######## design 1 ########
### Placed cells, one colour a class, design 1

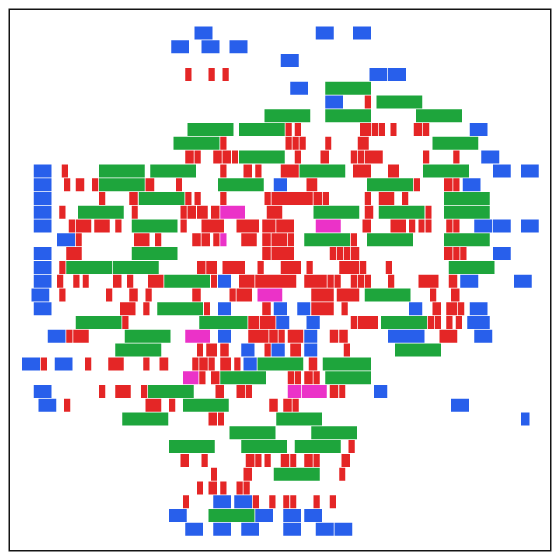

File: config.mk
export PLATFORM = sky130hd
export DESIGN_NAME = cs_resolve_seq
export DESIGN_NICKNAME = d
export VERILOG_FILES = /design/src/rtl/cs_resolve_seq.sv
export SDC_FILE = /design/constraint.sdc
export NUM_CORES = 1
export LEC_CHECK = 0
export ABC_AREA = 1
export CORE_MARGIN = 2
export CORE_UTILIZATION = 25
export DETAILED_ROUTE_END_ITERATION = 8
export PLACE_DENSITY = 0.58
export SYNTH_ARGS = -nofsm -noshare
export SYNTH_HDL_FRONTEND = slang
export SYNTH_SLANG_ARGS = --single-unit
File: constraint.sdc
create_clock -name clk -period 1.89 [get_ports clk]
set_input_delay 0.2835 -clock clk [delete_from_list [all_inputs] [get_ports clk]]
set_output_delay 0.2835 -clock clk [all_outputs]
set_load 0.01 [all_outputs]
File: src/rtl/cs_resolve_seq.sv
// -----------------------------------------------------------------------------
// cs_resolve_seq
//
// Sequential carry-propagate resolver for the two carry-save rows produced by
// the 8x8 Dadda multiplier tree. A captured pair is summed DIGIT bits per clock,
// least-significant digit first, and only a single carry bit passes from one
// digit to the next. The binary result is held on the output handshake until it
// is consumed. In the same cycle, a new pair can be accepted back-to-back.
//
// Parameters
//   WIDTH      width of each carry-save row and of the result
//   DIGIT      bits resolved per ADD cycle; WIDTH must be a multiple of DIGIT
//
// Ports
//   clk        clock, all state updates on the rising edge
//   rst_n      asynchronous active-low reset
//   in_valid   in_a/in_b hold a valid pair
//   in_ready   block can accept a pair this cycle (combinational)
//   in_a       carry-save row 1
//   in_b       carry-save row 2
//   out_valid  out_sum/out_ovf hold a valid result (registered)
//   out_ready  consumer accepts the result this cycle
//   out_sum    (in_a + in_b) mod 2^WIDTH (registered)
//   out_ovf    carry out of bit WIDTH-1 (registered)
// -----------------------------------------------------------------------------
module cs_resolve_seq #(
    parameter int WIDTH = 16,
    parameter int DIGIT = 4
) (
    input  logic             clk,
    input  logic             rst_n,
    input  logic             in_valid,
    output logic             in_ready,
    input  logic [WIDTH-1:0] in_a,
    input  logic [WIDTH-1:0] in_b,
    output logic             out_valid,
    input  logic             out_ready,
    output logic [WIDTH-1:0] out_sum,
    output logic             out_ovf
);

    localparam int NDIG = WIDTH / DIGIT;
    localparam int IDXW = (NDIG > 1) ? $clog2(NDIG) : 1;
    localparam logic [IDXW-1:0] LAST_IDX = IDXW'(NDIG - 1);

    typedef enum logic [1:0] {
        IDLE = 2'd0,
        ADD  = 2'd1,
        DONE = 2'd2
    } state_t;

    // The rows and the result are kept as arrays of digits. The active digit
    // can then be selected directly by the digit index.
    typedef logic [NDIG-1:0][DIGIT-1:0] digits_t;

    state_t          state_q, state_d;
    digits_t         a_q, a_d;
    digits_t         b_q, b_d;
    digits_t         sum_q, sum_d;
    logic            carry_q, carry_d;
    logic [IDXW-1:0] idx_q, idx_d;
    logic            ovf_q, ovf_d;
    logic            valid_q, valid_d;

    logic            accept;
    logic [DIGIT:0]  digit_res;

    // in_ready depends only on state and out_ready, so there is no path from
    // in_valid. It is forced low while reset is asserted. In DONE it follows
    // out_ready, which lets a new pair enter on the same edge that the
    // current result leaves.
    always_comb begin
        in_ready = 1'b0;
        if (rst_n) begin
            unique case (state_q)
                IDLE:    in_ready = 1'b1;
                DONE:    in_ready = out_ready;
                default: in_ready = 1'b0;
            endcase
        end
    end

    assign accept = in_valid && in_ready;

    // One digit of the ripple: the slice of each row plus the single carry bit
    // from the previous digit. No lookahead spans digit boundaries.
    assign digit_res = {1'b0, a_q[idx_q]} + {1'b0, b_q[idx_q]} + {{DIGIT{1'b0}}, carry_q};

    // NOTE: every signal driven here gets its hold value first, so that paths
    // that do not assign it cannot infer a latch.
    always_comb begin
        state_d = state_q;
        a_d     = a_q;
        b_d     = b_q;
        sum_d   = sum_q;
        carry_d = carry_q;
        idx_d   = idx_q;
        ovf_d   = ovf_q;
        valid_d = valid_q;

        unique case (state_q)
            IDLE: begin
                if (accept) begin
                    a_d     = in_a;
                    b_d     = in_b;
                    carry_d = 1'b0;
                    idx_d   = '0;
                    state_d = ADD;
                end
            end

            ADD: begin
                sum_d[idx_q] = digit_res[DIGIT-1:0];
                carry_d      = digit_res[DIGIT];
                if (idx_q == LAST_IDX) begin
                    // Final digit: the index stays at NDIG-1 instead of wrapping.
                    ovf_d   = digit_res[DIGIT];
                    valid_d = 1'b1;
                    state_d = DONE;
                end else begin
                    idx_d = idx_q + IDXW'(1);
                end
            end

            DONE: begin
                // If out_ready is low, hold everything and ignore in_valid.
                // in_ready is low in that case, so accept is also low.
                if (out_ready) begin
                    valid_d = 1'b0;
                    if (accept) begin
                        a_d     = in_a;
                        b_d     = in_b;
                        carry_d = 1'b0;
                        idx_d   = '0;
                        state_d = ADD;
                    end else begin
                        state_d = IDLE;
                    end
                end
            end

            default: begin
                state_d = IDLE;
                valid_d = 1'b0;
            end
        endcase
    end

    // NOTE: the row and result registers are reset along with the control
    // state, because out_sum must read zero during and after reset. The rows
    // share the same reset for simplicity; they are too small to matter.
    // NOTE: non-blocking assignments are used, so every flop samples the
    // pre-edge values of the other flops.
    always_ff @(posedge clk or negedge rst_n) begin
        if (!rst_n) begin
            state_q <= IDLE;
            a_q     <= '0;
            b_q     <= '0;
            sum_q   <= '0;
            carry_q <= 1'b0;
            idx_q   <= '0;
            ovf_q   <= 1'b0;
            valid_q <= 1'b0;
        end else begin
            state_q <= state_d;
            a_q     <= a_d;
            b_q     <= b_d;
            sum_q   <= sum_d;
            carry_q <= carry_d;
            idx_q   <= idx_d;
            ovf_q   <= ovf_d;
            valid_q <= valid_d;
        end
    end

    assign out_valid = valid_q;
    assign out_sum   = sum_q;
    assign out_ovf   = ovf_q;

endmodule

######## design 2 ########
## config.mk

```make
export PLATFORM = sky130hd
export DESIGN_NAME = bus_generator_arbiter
export DESIGN_NICKNAME = d
export VERILOG_FILES = /design/src/rtl/bus_pkg.sv /design/src/rtl/bus_lane.sv /design/src/rtl/bus_generator_arbiter.sv
export SDC_FILE = /design/constraint.sdc
export NUM_CORES = 1
export LEC_CHECK = 0
export CORE_AREA = 3 3 105 107
export CTS_BUF_LIST = sky130_fd_sc_hd__clkbuf_4
export DETAILED_ROUTE_END_ITERATION = 8
export DIE_AREA = 0 0 108 110
export PLACE_DENSITY = 0.85
export SLEW_MARGIN = 20
export SYNTH_ARGS = -nofsm -noshare
export SYNTH_HDL_FRONTEND = slang
export SYNTH_SLANG_ARGS = --single-unit
```

## constraint.sdc

```tcl
create_clock -name clk -period 4.65 [get_ports clk]
set_input_delay 1.1625 -clock clk [delete_from_list [all_inputs] [get_ports clk]]
set_output_delay 1.1625 -clock clk [all_outputs]
set_load 0.01 [all_outputs]
```

## src/rtl/bus_pkg.sv

```systemverilog
// Shared definitions for the bus generator / arbiter.
//   ID_W         : width of the destination-ID field at the top of each packet
//   lane_state_e : per-lane FSM state (IDLE, POP, PUSH)
//   dest_hit     : decides whether one device receives a packet, given the
//                  packet's destination ID and the source device
package bus_pkg;

    localparam int ID_W = 8;

    typedef enum logic [1:0] {
        ST_IDLE = 2'd0,
        ST_POP  = 2'd1,
        ST_PUSH = 2'd2
    } lane_state_e;

    // Broadcast reaches every device except the source. A unicast ID inside
    // the device range reaches exactly that device, and that includes the
    // source itself. Any other ID reaches nobody, so the packet is dropped.
    function automatic logic dest_hit(
        input logic [ID_W-1:0] id,
        input logic [ID_W-1:0] src,
        input logic [ID_W-1:0] dev,
        input logic [ID_W:0]   n_dev,
        input logic [ID_W-1:0] bcast
    );
        if (id == bcast) begin
            dest_hit = (dev != src);
        end else if ({1'b0, id} < n_dev) begin
            dest_hit = (dev == id);
        end else begin
            dest_hit = 1'b0;
        end
    endfunction

endpackage

```

## src/rtl/bus_lane.sv

```systemverilog
// One bus lane: round-robin arbiter, packet latch and destination decode.
// Ports:
//   clk, reset_i : clock and synchronous active-high reset
//   pndng_i      : per-device "source FIFO non-empty"
//   d_pop_i      : per-device head-of-FIFO packet
//   pop_o        : per-device dequeue strobe, a single-cycle pulse
//   push_o       : per-device enqueue strobe, a single-cycle pulse
//   d_push_o     : bus data, the same value on every device
//   state_o      : current FSM state, for observation
// Handshake: a FIFO may raise pndng_i at any time, and d_pop_i must be valid
// while pndng_i is high. pop_o is high for exactly one cycle, and the FIFO
// dequeues on the edge that ends that cycle. pndng_i is sampled again only
// after the push cycle.
module bus_lane
    import bus_pkg::*;
#(
    parameter int              drvrs     = 5,
    parameter int              pckg_sz   = 16,
    parameter logic [ID_W-1:0] broadcast = 8'hFF
) (
    input  logic                             clk,
    input  logic                             reset_i,
    input  logic [drvrs-1:0]                 pndng_i,
    input  logic [drvrs-1:0][pckg_sz-1:0]    d_pop_i,
    output logic [drvrs-1:0]                 pop_o,
    output logic [drvrs-1:0]                 push_o,
    output logic [drvrs-1:0][pckg_sz-1:0]    d_push_o,
    output lane_state_e                      state_o
);

    localparam int SW = $clog2(drvrs);
    localparam logic [SW-1:0] LAST_DEV = SW'(drvrs - 1);

    lane_state_e          state_q, state_d;
    logic [SW-1:0]        last_q, last_d;
    logic [SW-1:0]        src_q, src_d;
    logic [pckg_sz-1:0]   pkt_q, pkt_d;
    logic [pckg_sz-1:0]   dpush_q, dpush_d;
    logic [drvrs-1:0]     pop_q, pop_d;
    logic [drvrs-1:0]     push_q, push_d;

    logic                 gnt_vld;
    logic [SW-1:0]        gnt_idx;
    logic [SW-1:0]        cand;
    logic [drvrs-1:0]     hit;

    // Search starts at the device after the last grant and wraps around, so
    // a device cannot win twice while another device is waiting.
    always_comb begin : rr_pick
        gnt_vld = 1'b0;
        gnt_idx = last_q;
        cand    = last_q;
        for (int k = 0; k < drvrs; k++) begin
            cand = (cand == LAST_DEV) ? '0 : cand + 1'b1;
            if (!gnt_vld && pndng_i[cand]) begin
                gnt_vld = 1'b1;
                gnt_idx = cand;
            end
        end
    end

    for (genvar d = 0; d < drvrs; d++) begin : g_dec
        assign hit[d] = dest_hit(pkt_q[pckg_sz-1 -: ID_W], ID_W'(src_q),
                                 ID_W'(d), (ID_W+1)'(drvrs), broadcast);
        assign d_push_o[d] = dpush_q;
    end

    // State register
    always_ff @(posedge clk) begin
        if (reset_i) begin
            state_q <= ST_IDLE;
            last_q  <= LAST_DEV;
            src_q   <= '0;
            pkt_q   <= '0;
            dpush_q <= '0;
            pop_q   <= '0;
            push_q  <= '0;
        end else begin
            state_q <= state_d;
            last_q  <= last_d;
            src_q   <= src_d;
            pkt_q   <= pkt_d;
            dpush_q <= dpush_d;
            pop_q   <= pop_d;
            push_q  <= push_d;
        end
    end

    // Next state. PUSH arbitrates just like IDLE, which lets a new grant
    // follow a push with no gap.
    always_comb begin
        state_d = state_q;
        case (state_q)
            ST_POP:  state_d = ST_PUSH;
            default: state_d = gnt_vld ? ST_POP : ST_IDLE;
        endcase
    end

    // Outputs and datapath. The strobes default to low, so each one is a
    // single-cycle pulse.
    always_comb begin
        pop_d   = '0;
        push_d  = '0;
        dpush_d = dpush_q;
        last_d  = last_q;
        src_d   = src_q;
        pkt_d   = pkt_q;
        case (state_q)
            ST_POP: begin
                dpush_d = pkt_q;
                push_d  = hit;
            end
            default: begin
                if (gnt_vld) begin
                    pop_d[gnt_idx] = 1'b1;
                    last_d         = gnt_idx;
                    src_d          = gnt_idx;
                    pkt_d          = d_pop_i[gnt_idx];
                end
            end
        endcase
    end

    assign pop_o   = pop_q;
    assign push_o  = push_q;
    assign state_o = state_q;

endmodule

```

## src/rtl/bus_generator_arbiter.sv

```systemverilog
// Shared-bus emulator. It holds `bits` independent lanes, and each lane moves
// packets between `drvrs` FIFO-attached devices using round-robin
// arbitration. Broadcast is supported.
// Ports:
//   clk, reset : clock and synchronous active-high reset
//   pndng      : [bits][drvrs] source FIFO non-empty
//   D_pop      : [bits][drvrs] head-of-FIFO packet
//   pop        : [bits][drvrs] dequeue strobe
//   push       : [bits][drvrs] enqueue strobe
//   D_push     : [bits][drvrs] bus data, the same value across a lane
//   state_dbg  : [bits] lane FSM state, for observation
module bus_generator_arbiter
    import bus_pkg::*;
#(
    parameter int              bits      = 1,
    parameter int              drvrs     = 5,
    parameter int              pckg_sz   = 16,
    parameter logic [ID_W-1:0] broadcast = 8'hFF
) (
    input  logic                                       clk,
    input  logic                                       reset,
    input  logic [bits-1:0][drvrs-1:0]                 pndng,
    input  logic [bits-1:0][drvrs-1:0][pckg_sz-1:0]    D_pop,
    output logic [bits-1:0][drvrs-1:0]                 pop,
    output logic [bits-1:0][drvrs-1:0]                 push,
    output logic [bits-1:0][drvrs-1:0][pckg_sz-1:0]    D_push,
    output lane_state_e [bits-1:0]                     state_dbg
);

    for (genvar b = 0; b < bits; b++) begin : g_lane
        bus_lane #(
            .drvrs     (drvrs),
            .pckg_sz   (pckg_sz),
            .broadcast (broadcast)
        ) u_lane (
            .clk      (clk),
            .reset_i  (reset),
            .pndng_i  (pndng[b]),
            .d_pop_i  (D_pop[b]),
            .pop_o    (pop[b]),
            .push_o   (push[b]),
            .d_push_o (D_push[b]),
            .state_o  (state_dbg[b])
        );
    end

endmodule

```

######## design 3 ########
**config.mk**
```make
export PLATFORM = sky130hd
export DESIGN_NAME = simon_serial_frontend
export DESIGN_NICKNAME = d
export VERILOG_FILES = /design/src/rtl/simon_io_pkg.sv /design/src/rtl/simon_lane_shreg.sv /design/src/rtl/simon_serial_frontend.sv
export SDC_FILE = /design/constraint.sdc
export NUM_CORES = 1
export LEC_CHECK = 0
export CELL_PAD_IN_SITES_DETAIL_PLACEMENT = 0
export CELL_PAD_IN_SITES_GLOBAL_PLACEMENT = 1
export CORE_MARGIN = 2
export CORE_UTILIZATION = 38
export CTS_BUF_LIST = sky130_fd_sc_hd__clkbuf_8 sky130_fd_sc_hd__clkbuf_16
export DETAILED_ROUTE_END_ITERATION = 12
export PLACE_DENSITY_LB_ADDON = 0.2
export SLEW_MARGIN = 5
export SYNTH_ARGS = -nofsm -noshare
export SYNTH_HDL_FRONTEND = slang
export SYNTH_SLANG_ARGS = --single-unit
```
**constraint.sdc**
```tcl
create_clock -name clk -period 4.2 [get_ports clk]
set_clock_uncertainty 0.15 [all_clocks]
set_input_delay 0.42 -clock clk [delete_from_list [all_inputs] [get_ports clk]]
set_output_delay 0.42 -clock clk [all_outputs]
set_load 0.02 [all_outputs]
```
**src/rtl/simon_io_pkg.sv**
```systemverilog
// Shared mode codes, controller state type and width helper for the SIMON serial front end.
package simon_io_pkg;

  localparam logic [1:0] MODE_IDLE = 2'd0;
  localparam logic [1:0] MODE_PT   = 2'd1;
  localparam logic [1:0] MODE_KEY  = 2'd2;
  localparam logic [1:0] MODE_RUN  = 2'd3;

  typedef enum logic [1:0] {
    ST_IDLE,
    ST_WAIT,
    ST_UNLOAD,
    ST_DONE
  } state_t;

  // Ceiling log2, used to size beat counters.
  function automatic int clog2(input int unsigned n);
    int r;
    r = 0;
    for (int unsigned v = 1; v < n; v = v << 1) begin
      r = r + 1;
    end
    return r;
  endfunction

endpackage

```
**src/rtl/simon_lane_shreg.sv**
```systemverilog
// Lane-wide right shift register: new beats enter at the top, so after WIDTH/IO_W
// beats the first beat sits in q[IO_W-1:0].
module simon_lane_shreg #(
  parameter int WIDTH = 128,
  parameter int IO_W  = 1
) (
  input  logic             clk,
  input  logic             rst,
  input  logic             shift_en,
  input  logic [IO_W-1:0]  lane_in,
  output logic [WIDTH-1:0] q
);

  if (WIDTH > IO_W) begin : g_shift
    // Shift one lane beat in from the MSB end while enabled.
    always_ff @(posedge clk) begin
      if (rst) begin
        q <= '0;
      end else if (shift_en) begin
        q <= {lane_in, q[WIDTH-1:IO_W]};
      end
    end
  end else begin : g_single
    // Register is exactly one beat wide: each beat replaces it.
    always_ff @(posedge clk) begin
      if (rst) begin
        q <= '0;
      end else if (shift_en) begin
        q <= lane_in;
      end
    end
  end

endmodule

```
**src/rtl/simon_serial_frontend.sv**
```systemverilog
// Serial load / parallel launch / serial unload controller for SIMON cores.
module simon_serial_frontend
  import simon_io_pkg::*;
#(
  parameter int BLOCK_W = 128,
  parameter int KEY_W   = 128,
  parameter int IO_W    = 1
) (
  input  logic               clk,
  input  logic               rst,
  input  logic [IO_W-1:0]    data_in,
  input  logic [1:0]         data_rdy,
  output logic [IO_W-1:0]    data_out,
  output logic               out_valid,
  output logic               busy,
  output logic               err,
  output logic [BLOCK_W-1:0] pt_out,
  output logic [KEY_W-1:0]   key_out,
  output logic               core_start,
  input  logic               core_done,
  input  logic [BLOCK_W-1:0] ct_in
);

  localparam int PT_BEATS  = BLOCK_W / IO_W;
  localparam int KEY_BEATS = KEY_W / IO_W;
  localparam int MAX_BEATS = (PT_BEATS > KEY_BEATS) ? PT_BEATS : KEY_BEATS;
  localparam int CNT_W     = clog2(MAX_BEATS + 1);
  localparam int SEL_W     = (PT_BEATS > 1) ? clog2(PT_BEATS) : 1;

  localparam logic [CNT_W-1:0] PT_LAST  = CNT_W'(PT_BEATS - 1);
  localparam logic [CNT_W-1:0] KEY_LAST = CNT_W'(KEY_BEATS - 1);
  localparam logic [SEL_W-1:0] IDX_LAST = SEL_W'(PT_BEATS - 1);

  if ((BLOCK_W % IO_W) != 0 || (KEY_W % IO_W) != 0) begin : g_bad_io_w
    $error("IO_W must divide both BLOCK_W and KEY_W");
  end

  state_t             state;
  logic [CNT_W-1:0]   cnt;
  logic [CNT_W-1:0]   cnt_eff;
  logic [1:0]         prev_mode;
  logic               pt_full;
  logic               key_full;
  logic [SEL_W-1:0]   idx;
  logic [BLOCK_W-1:0] ct;
  logic [IO_W-1:0]    ct_beat [PT_BEATS];
  logic               pt_shift;
  logic               key_shift;

  assign pt_shift  = (state == ST_IDLE) && (data_rdy == MODE_PT);
  assign key_shift = (state == ST_IDLE) && (data_rdy == MODE_KEY);

  simon_lane_shreg #(.WIDTH(BLOCK_W), .IO_W(IO_W)) u_pt_shreg (
    .clk      (clk),
    .rst      (rst),
    .shift_en (pt_shift),
    .lane_in  (data_in),
    .q        (pt_out)
  );

  simon_lane_shreg #(.WIDTH(KEY_W), .IO_W(IO_W)) u_key_shreg (
    .clk      (clk),
    .rst      (rst),
    .shift_en (key_shift),
    .lane_in  (data_in),
    .q        (key_out)
  );

  // The shared beat counter restarts whenever the mode differs from last cycle's.
  always_comb begin
    cnt_eff = (prev_mode == data_rdy) ? cnt : '0;
  end

  // Split the ciphertext into lane beats; ct itself is never shifted.
  always_comb begin
    for (int unsigned i = 0; i < PT_BEATS; i++) begin
      ct_beat[i] = ct[i*IO_W +: IO_W];
    end
  end

  // Unload beats are gated by the live mode so a stall drops valid in the same cycle.
  always_comb begin
    out_valid = (state == ST_UNLOAD) && (data_rdy == MODE_RUN);
    data_out  = out_valid ? ct_beat[idx] : '0;
  end

  // Controller: load counting, run launch, core wait, unload indexing and release.
  always_ff @(posedge clk) begin
    if (rst) begin
      state      <= ST_IDLE;
      cnt        <= '0;
      prev_mode  <= MODE_IDLE;
      pt_full    <= 1'b0;
      key_full   <= 1'b0;
      idx        <= '0;
      ct         <= '0;
      busy       <= 1'b0;
      err        <= 1'b0;
      core_start <= 1'b0;
    end else begin
      core_start <= 1'b0;
      prev_mode  <= data_rdy;
      case (state)
        ST_IDLE: begin
          case (data_rdy)
            MODE_PT: begin
              if (cnt_eff == PT_LAST) pt_full <= 1'b1;
              cnt <= (cnt_eff == PT_LAST) ? cnt_eff : cnt_eff + CNT_W'(1);
            end
            MODE_KEY: begin
              if (cnt_eff == KEY_LAST) key_full <= 1'b1;
              cnt <= (cnt_eff == KEY_LAST) ? cnt_eff : cnt_eff + CNT_W'(1);
            end
            MODE_RUN: begin
              cnt <= '0;
              if (pt_full && key_full) begin
                core_start <= 1'b1;
                busy       <= 1'b1;
                state      <= ST_WAIT;
              end else begin
                err <= 1'b1;
              end
            end
            default: cnt <= '0;
          endcase
        end
        ST_WAIT: begin
          if (core_done) begin
            ct    <= ct_in;
            idx   <= '0;
            state <= ST_UNLOAD;
          end
        end
        ST_UNLOAD: begin
          if (data_rdy == MODE_RUN) begin
            if (idx == IDX_LAST) begin
              busy  <= 1'b0;
              state <= ST_DONE;
            end else begin
              idx <= idx + SEL_W'(1);
            end
          end
        end
        ST_DONE: begin
          if (data_rdy == MODE_IDLE) begin
            pt_full  <= 1'b0;
            key_full <= 1'b0;
            cnt      <= '0;
            state    <= ST_IDLE;
          end
        end
        default: state <= ST_IDLE;
      endcase
    end
  end

endmodule

```
### Cell sizes after repair, design 2

The bar under the picture is 20 um long.
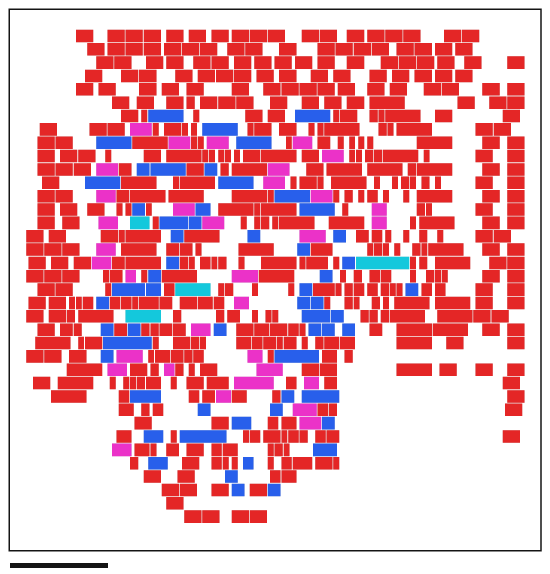
Key: blue = _3 and _4 cells [cells 57, most used buf_4]; magenta = _2 cells [cells 33, most used a211oi_2]; cyan = _6 and larger [cells 4, most used buf_12]; red = _0 and _1 cells [cells 503, most used clkdlybuf4s50_1]
cell area after layout: 5740 um2
synthesis-to-layout area growth: 42.8%
Setup WS post-layout: 0.185 ns
Buffers, non-clock: 208

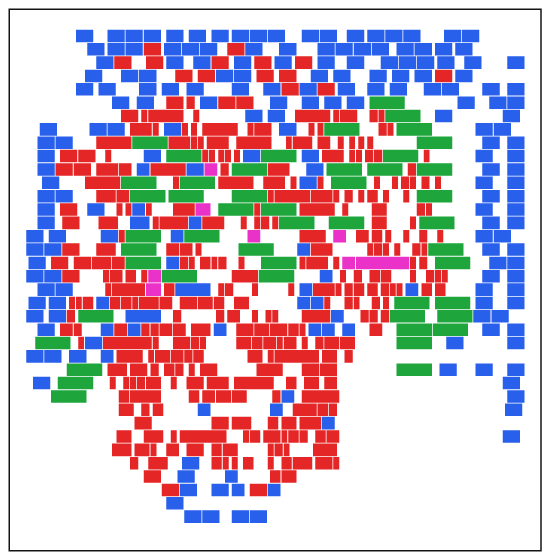
*Placed cells, one colour a class, design 2*
Key: green = flops [cells 48, share of their area 17%]; blue = other buffers and delay cells [cells 208, share of their area 37%]; magenta = clock drivers and dummy loads [cells 8, share of their area 1.5%]; red = combinational and other logic [cells 333, share of their area 45%]
core footprint: 10,200 um2
cell row count: 37
fraction of area in registers: 0.167
Final Core Density: 0.561

==> changes_impl.md, design 2 <==
### Physical design

* Status: complete, no violations
* Die Ht at 110 um
* Top cell excl fill/tap: clkdlybuf4s50_1
* Seq. pwr at 0.000650 W
* Clk buf depth at 2
* Top logic family: AND-OR/OR-AND gates
* Min Hold Slack at 0.450 ns
* Slowest cell on the critical path: or4_4
* EDFF count, synth at 0
* Setup violations, final at 0
* Pleak at 2.09 nW
* Maximum VDD drop at 0.602 mV
* Dpl hpwl at 9810 um
* Syn Area/Cell at 8.45 um2
* Placed Cells at 723
* Ys Warns at 0
* Clk root buf: clkbuf_4
* Net Sw Frac at 0.471
design 2: final cells by class:
type                    instances  area, um2
repair buffers                208       2040
well taps                     136        170
inverters                      12       47.5
clock inverters                 3       47.5
multi-input cells             321       2440
fillers                       914       4490
flip-flops and latches         48        961
clock buffers                   5       37.5
design 2: per-layer routing:
layer | wire (um) | GRT usage | up-vias
met3 | 725 | 0.0227 | 21
met5 | 0 | 0 | -
li1 | - | - | 1876
met1 | 5220 | 0.252 | 1822
met2 | 5830 | 0.310 | 152
met4 | 233 | 0.0514 | 0
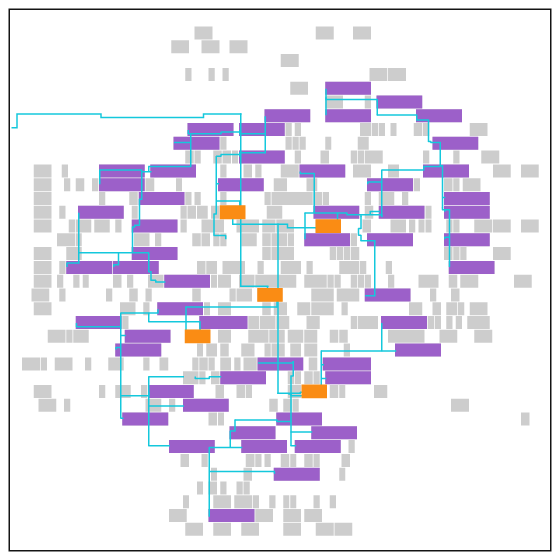
*Routed clock nets over the placement, design 1*
Key: purple = flip-flops [count 55]; cyan = clock wires [length 694 um]; orange = clock drivers [count 5]
There are 6 routed clock nets.

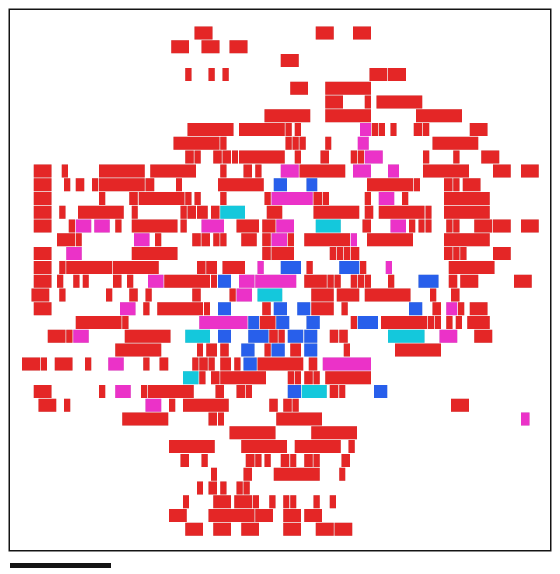
*Cell sizes after repair, design 1*
The bar under the picture is 20 um long.
Key: cyan = _6 and larger [cells 7, most used clkbuf_8]; red = _0 and _1 cells [cells 305, most used nand2_1]; magenta = _2 cells [cells 33, most used o21ai_2]; blue = _3 and _4 cells [cells 24, most used buf_4]

## Picture notes: 'Placed cells, one colour a class' of design 1
Key: green = flops [cells 55, share of their area 41%]; magenta = clock drivers and dummy loads [cells 8, share of their area 2.6%]; red = combinational and other logic [cells 235, share of their area 37%]; blue = other buffers and delay cells [cells 71, share of their area 20%]
core footprint: 10,300 um2
cell row count: 37
cell area after layout: 3570 um2
Final Core Density: 0.347

==> changes_impl.md, design 1 <==
### Physical design

* Post-layout period usage at 1.07
* Failing checks: setup timing
* Setup violations, final at 14
* Worst R2R Path Depth at 8
* Maximum VDD drop at 0.733 mV
* H-tree depth at 2
* Initial antenna violation count at 0
* Highest clock rate at 496 MHz
* Buffers, non-clock at 71
* Tool warning count at 32
* TritonCTS Sinks at 55
* Fin. Hold Viols at 0
* Setup WS post-layout at -0.125 ns
* Inserted Diodes at 0
* MI comb area at 1050 um2
* Status: finished with violations
* Fill cell count at 1,107
* Routed WL at 5960 um
* Synthesized registers at 55
* Chip Area at 11,400 um2
* Pleak at 1.76 nW
* IO Port Bufs at 54
* Die Ht at 107 um
* Clk buf depth at 2
* CTS tree: done
* Synthesis area per yosys at 2630 um2
* Nets at 413
* Syn Area/Cell at 8.79 um2
==> design 1: report_power, final <==
part	switching [W]	internal, W
combinational	0.00196	0.00156
clock	0.000399	0.000267
sequential	0.000384	0.00173
==> design 1: routing by layer <==
| metal | track usage | up-vias | wire [um] |
|---|---|---|---|
| met5 | 0 | - | 0 |
| met4 | 0.0297 | 0 | 89 |
| met3 | 0.0270 | 13 | 286 |
| met2 | 0.184 | 48 | 2830 |
| met1 | 0.136 | 989 | 2760 |
| li1 | - | 1080 | - |
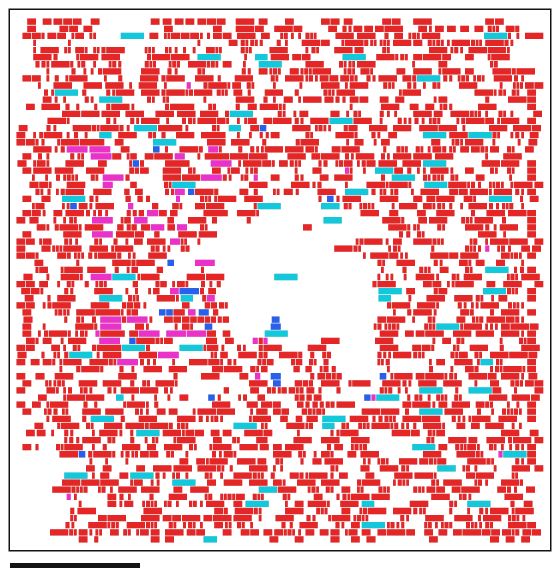
*Cell sizes after repair, design 3*
The bar under the picture is 50 um long.
Key: blue = _3 and _4 cells [cells 21, most used buf_4]; magenta = _2 cells [cells 44, most used mux4_2]; cyan = _6 and larger [cells 64, most used clkbuf_16]; red = _0 and _1 cells [cells 2,160, most used nand2_1]

==> changes_impl.md, design 3 <==
### Physical design

* Status: complete, no violations
* Setup Total Neg Slack at 0 ns
* TritonCTS Sinks at 408
* Post-Place Cell Area at 19,900 um2
* H-tree depth at 2
* Top cell excl fill/tap: nand2_1
* Share of layout cells above drive strength 1 at 0.0564
* Net Sw Frac at 0.221
* Crit path kind: reg2out
* CP endpoint kind: output port
* DRC viols at 0
* Top pwr grp: sequential cells
* Critical Path RT at 3.63 ns
* Area leader, netlist: dfxtp_1
* Resized cells post-CTS at 0
* CP Launch Type: flop
* First-pass GRT wire length at 71,900 um
* Combinational power share at 0.041
* Pin count of the biggest net entering global routing at 128
* Chip Area at 42,900 um2
* Die Ht at 207 um
* Seq pwr share at 0.484
design 3: metal layers:
layer	vias to the layer above	routed length (um)	track usage
met5	-	0	0
met4	0	1110	0.0704
met3	59	2150	0.0358
met2	349	21800	0.337
met1	6543	20600	0.269
li1	7046	-	-
design 3: layout make-up:
class	count	area share
clock inverters	21	0.00452
diodes	2	0.000235
well taps	532	0.0312
multi-input cells	1381	0.322
inverters	9	0.00158
clock buffers	57	0.0626
flip-flops and latches	408	0.383
repair buffers	413	0.195


==> layout pictures side by side <==
Sequential cells coloured by netlist name.
Plate I
The bar under the picture is 20 um long. Other sequential cells in the stronger grey, the rest of the logic in the fainter grey.
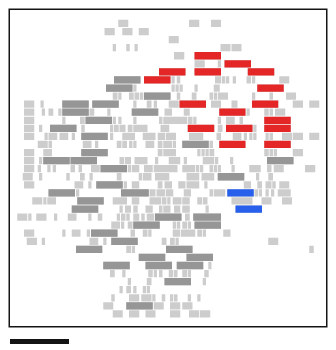
Plate II
The bar under the picture is 20 um long. Other sequential cells in the stronger grey, the rest of the logic in the fainter grey.
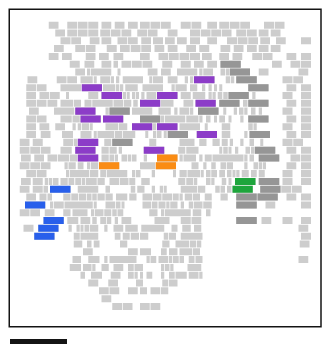
Plate III
The bar under the picture is 50 um long. Other sequential cells in the stronger grey, the rest of the logic in the fainter grey.
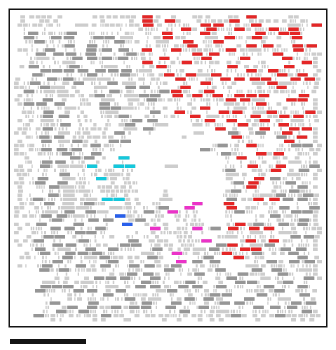
design 3: Plate III
design 2: Plate II
design 1: Plate I
The one with the most cells is Plate III.
The one with the largest die is Plate III.

Key to Plate II:
Key: purple = g_lane.u_lane.pkt_q [sequential cells 16]; green = g_lane.u_lane.state_o [sequential cells 2]; blue = g_lane.u_lane.pop_o [sequential cells 5]; orange = g_lane.u_lane.src_q [sequential cells 3]
Another 22 sequential cells are not coloured.

No activity file was given, so power comes from the tool's default toggle rates.
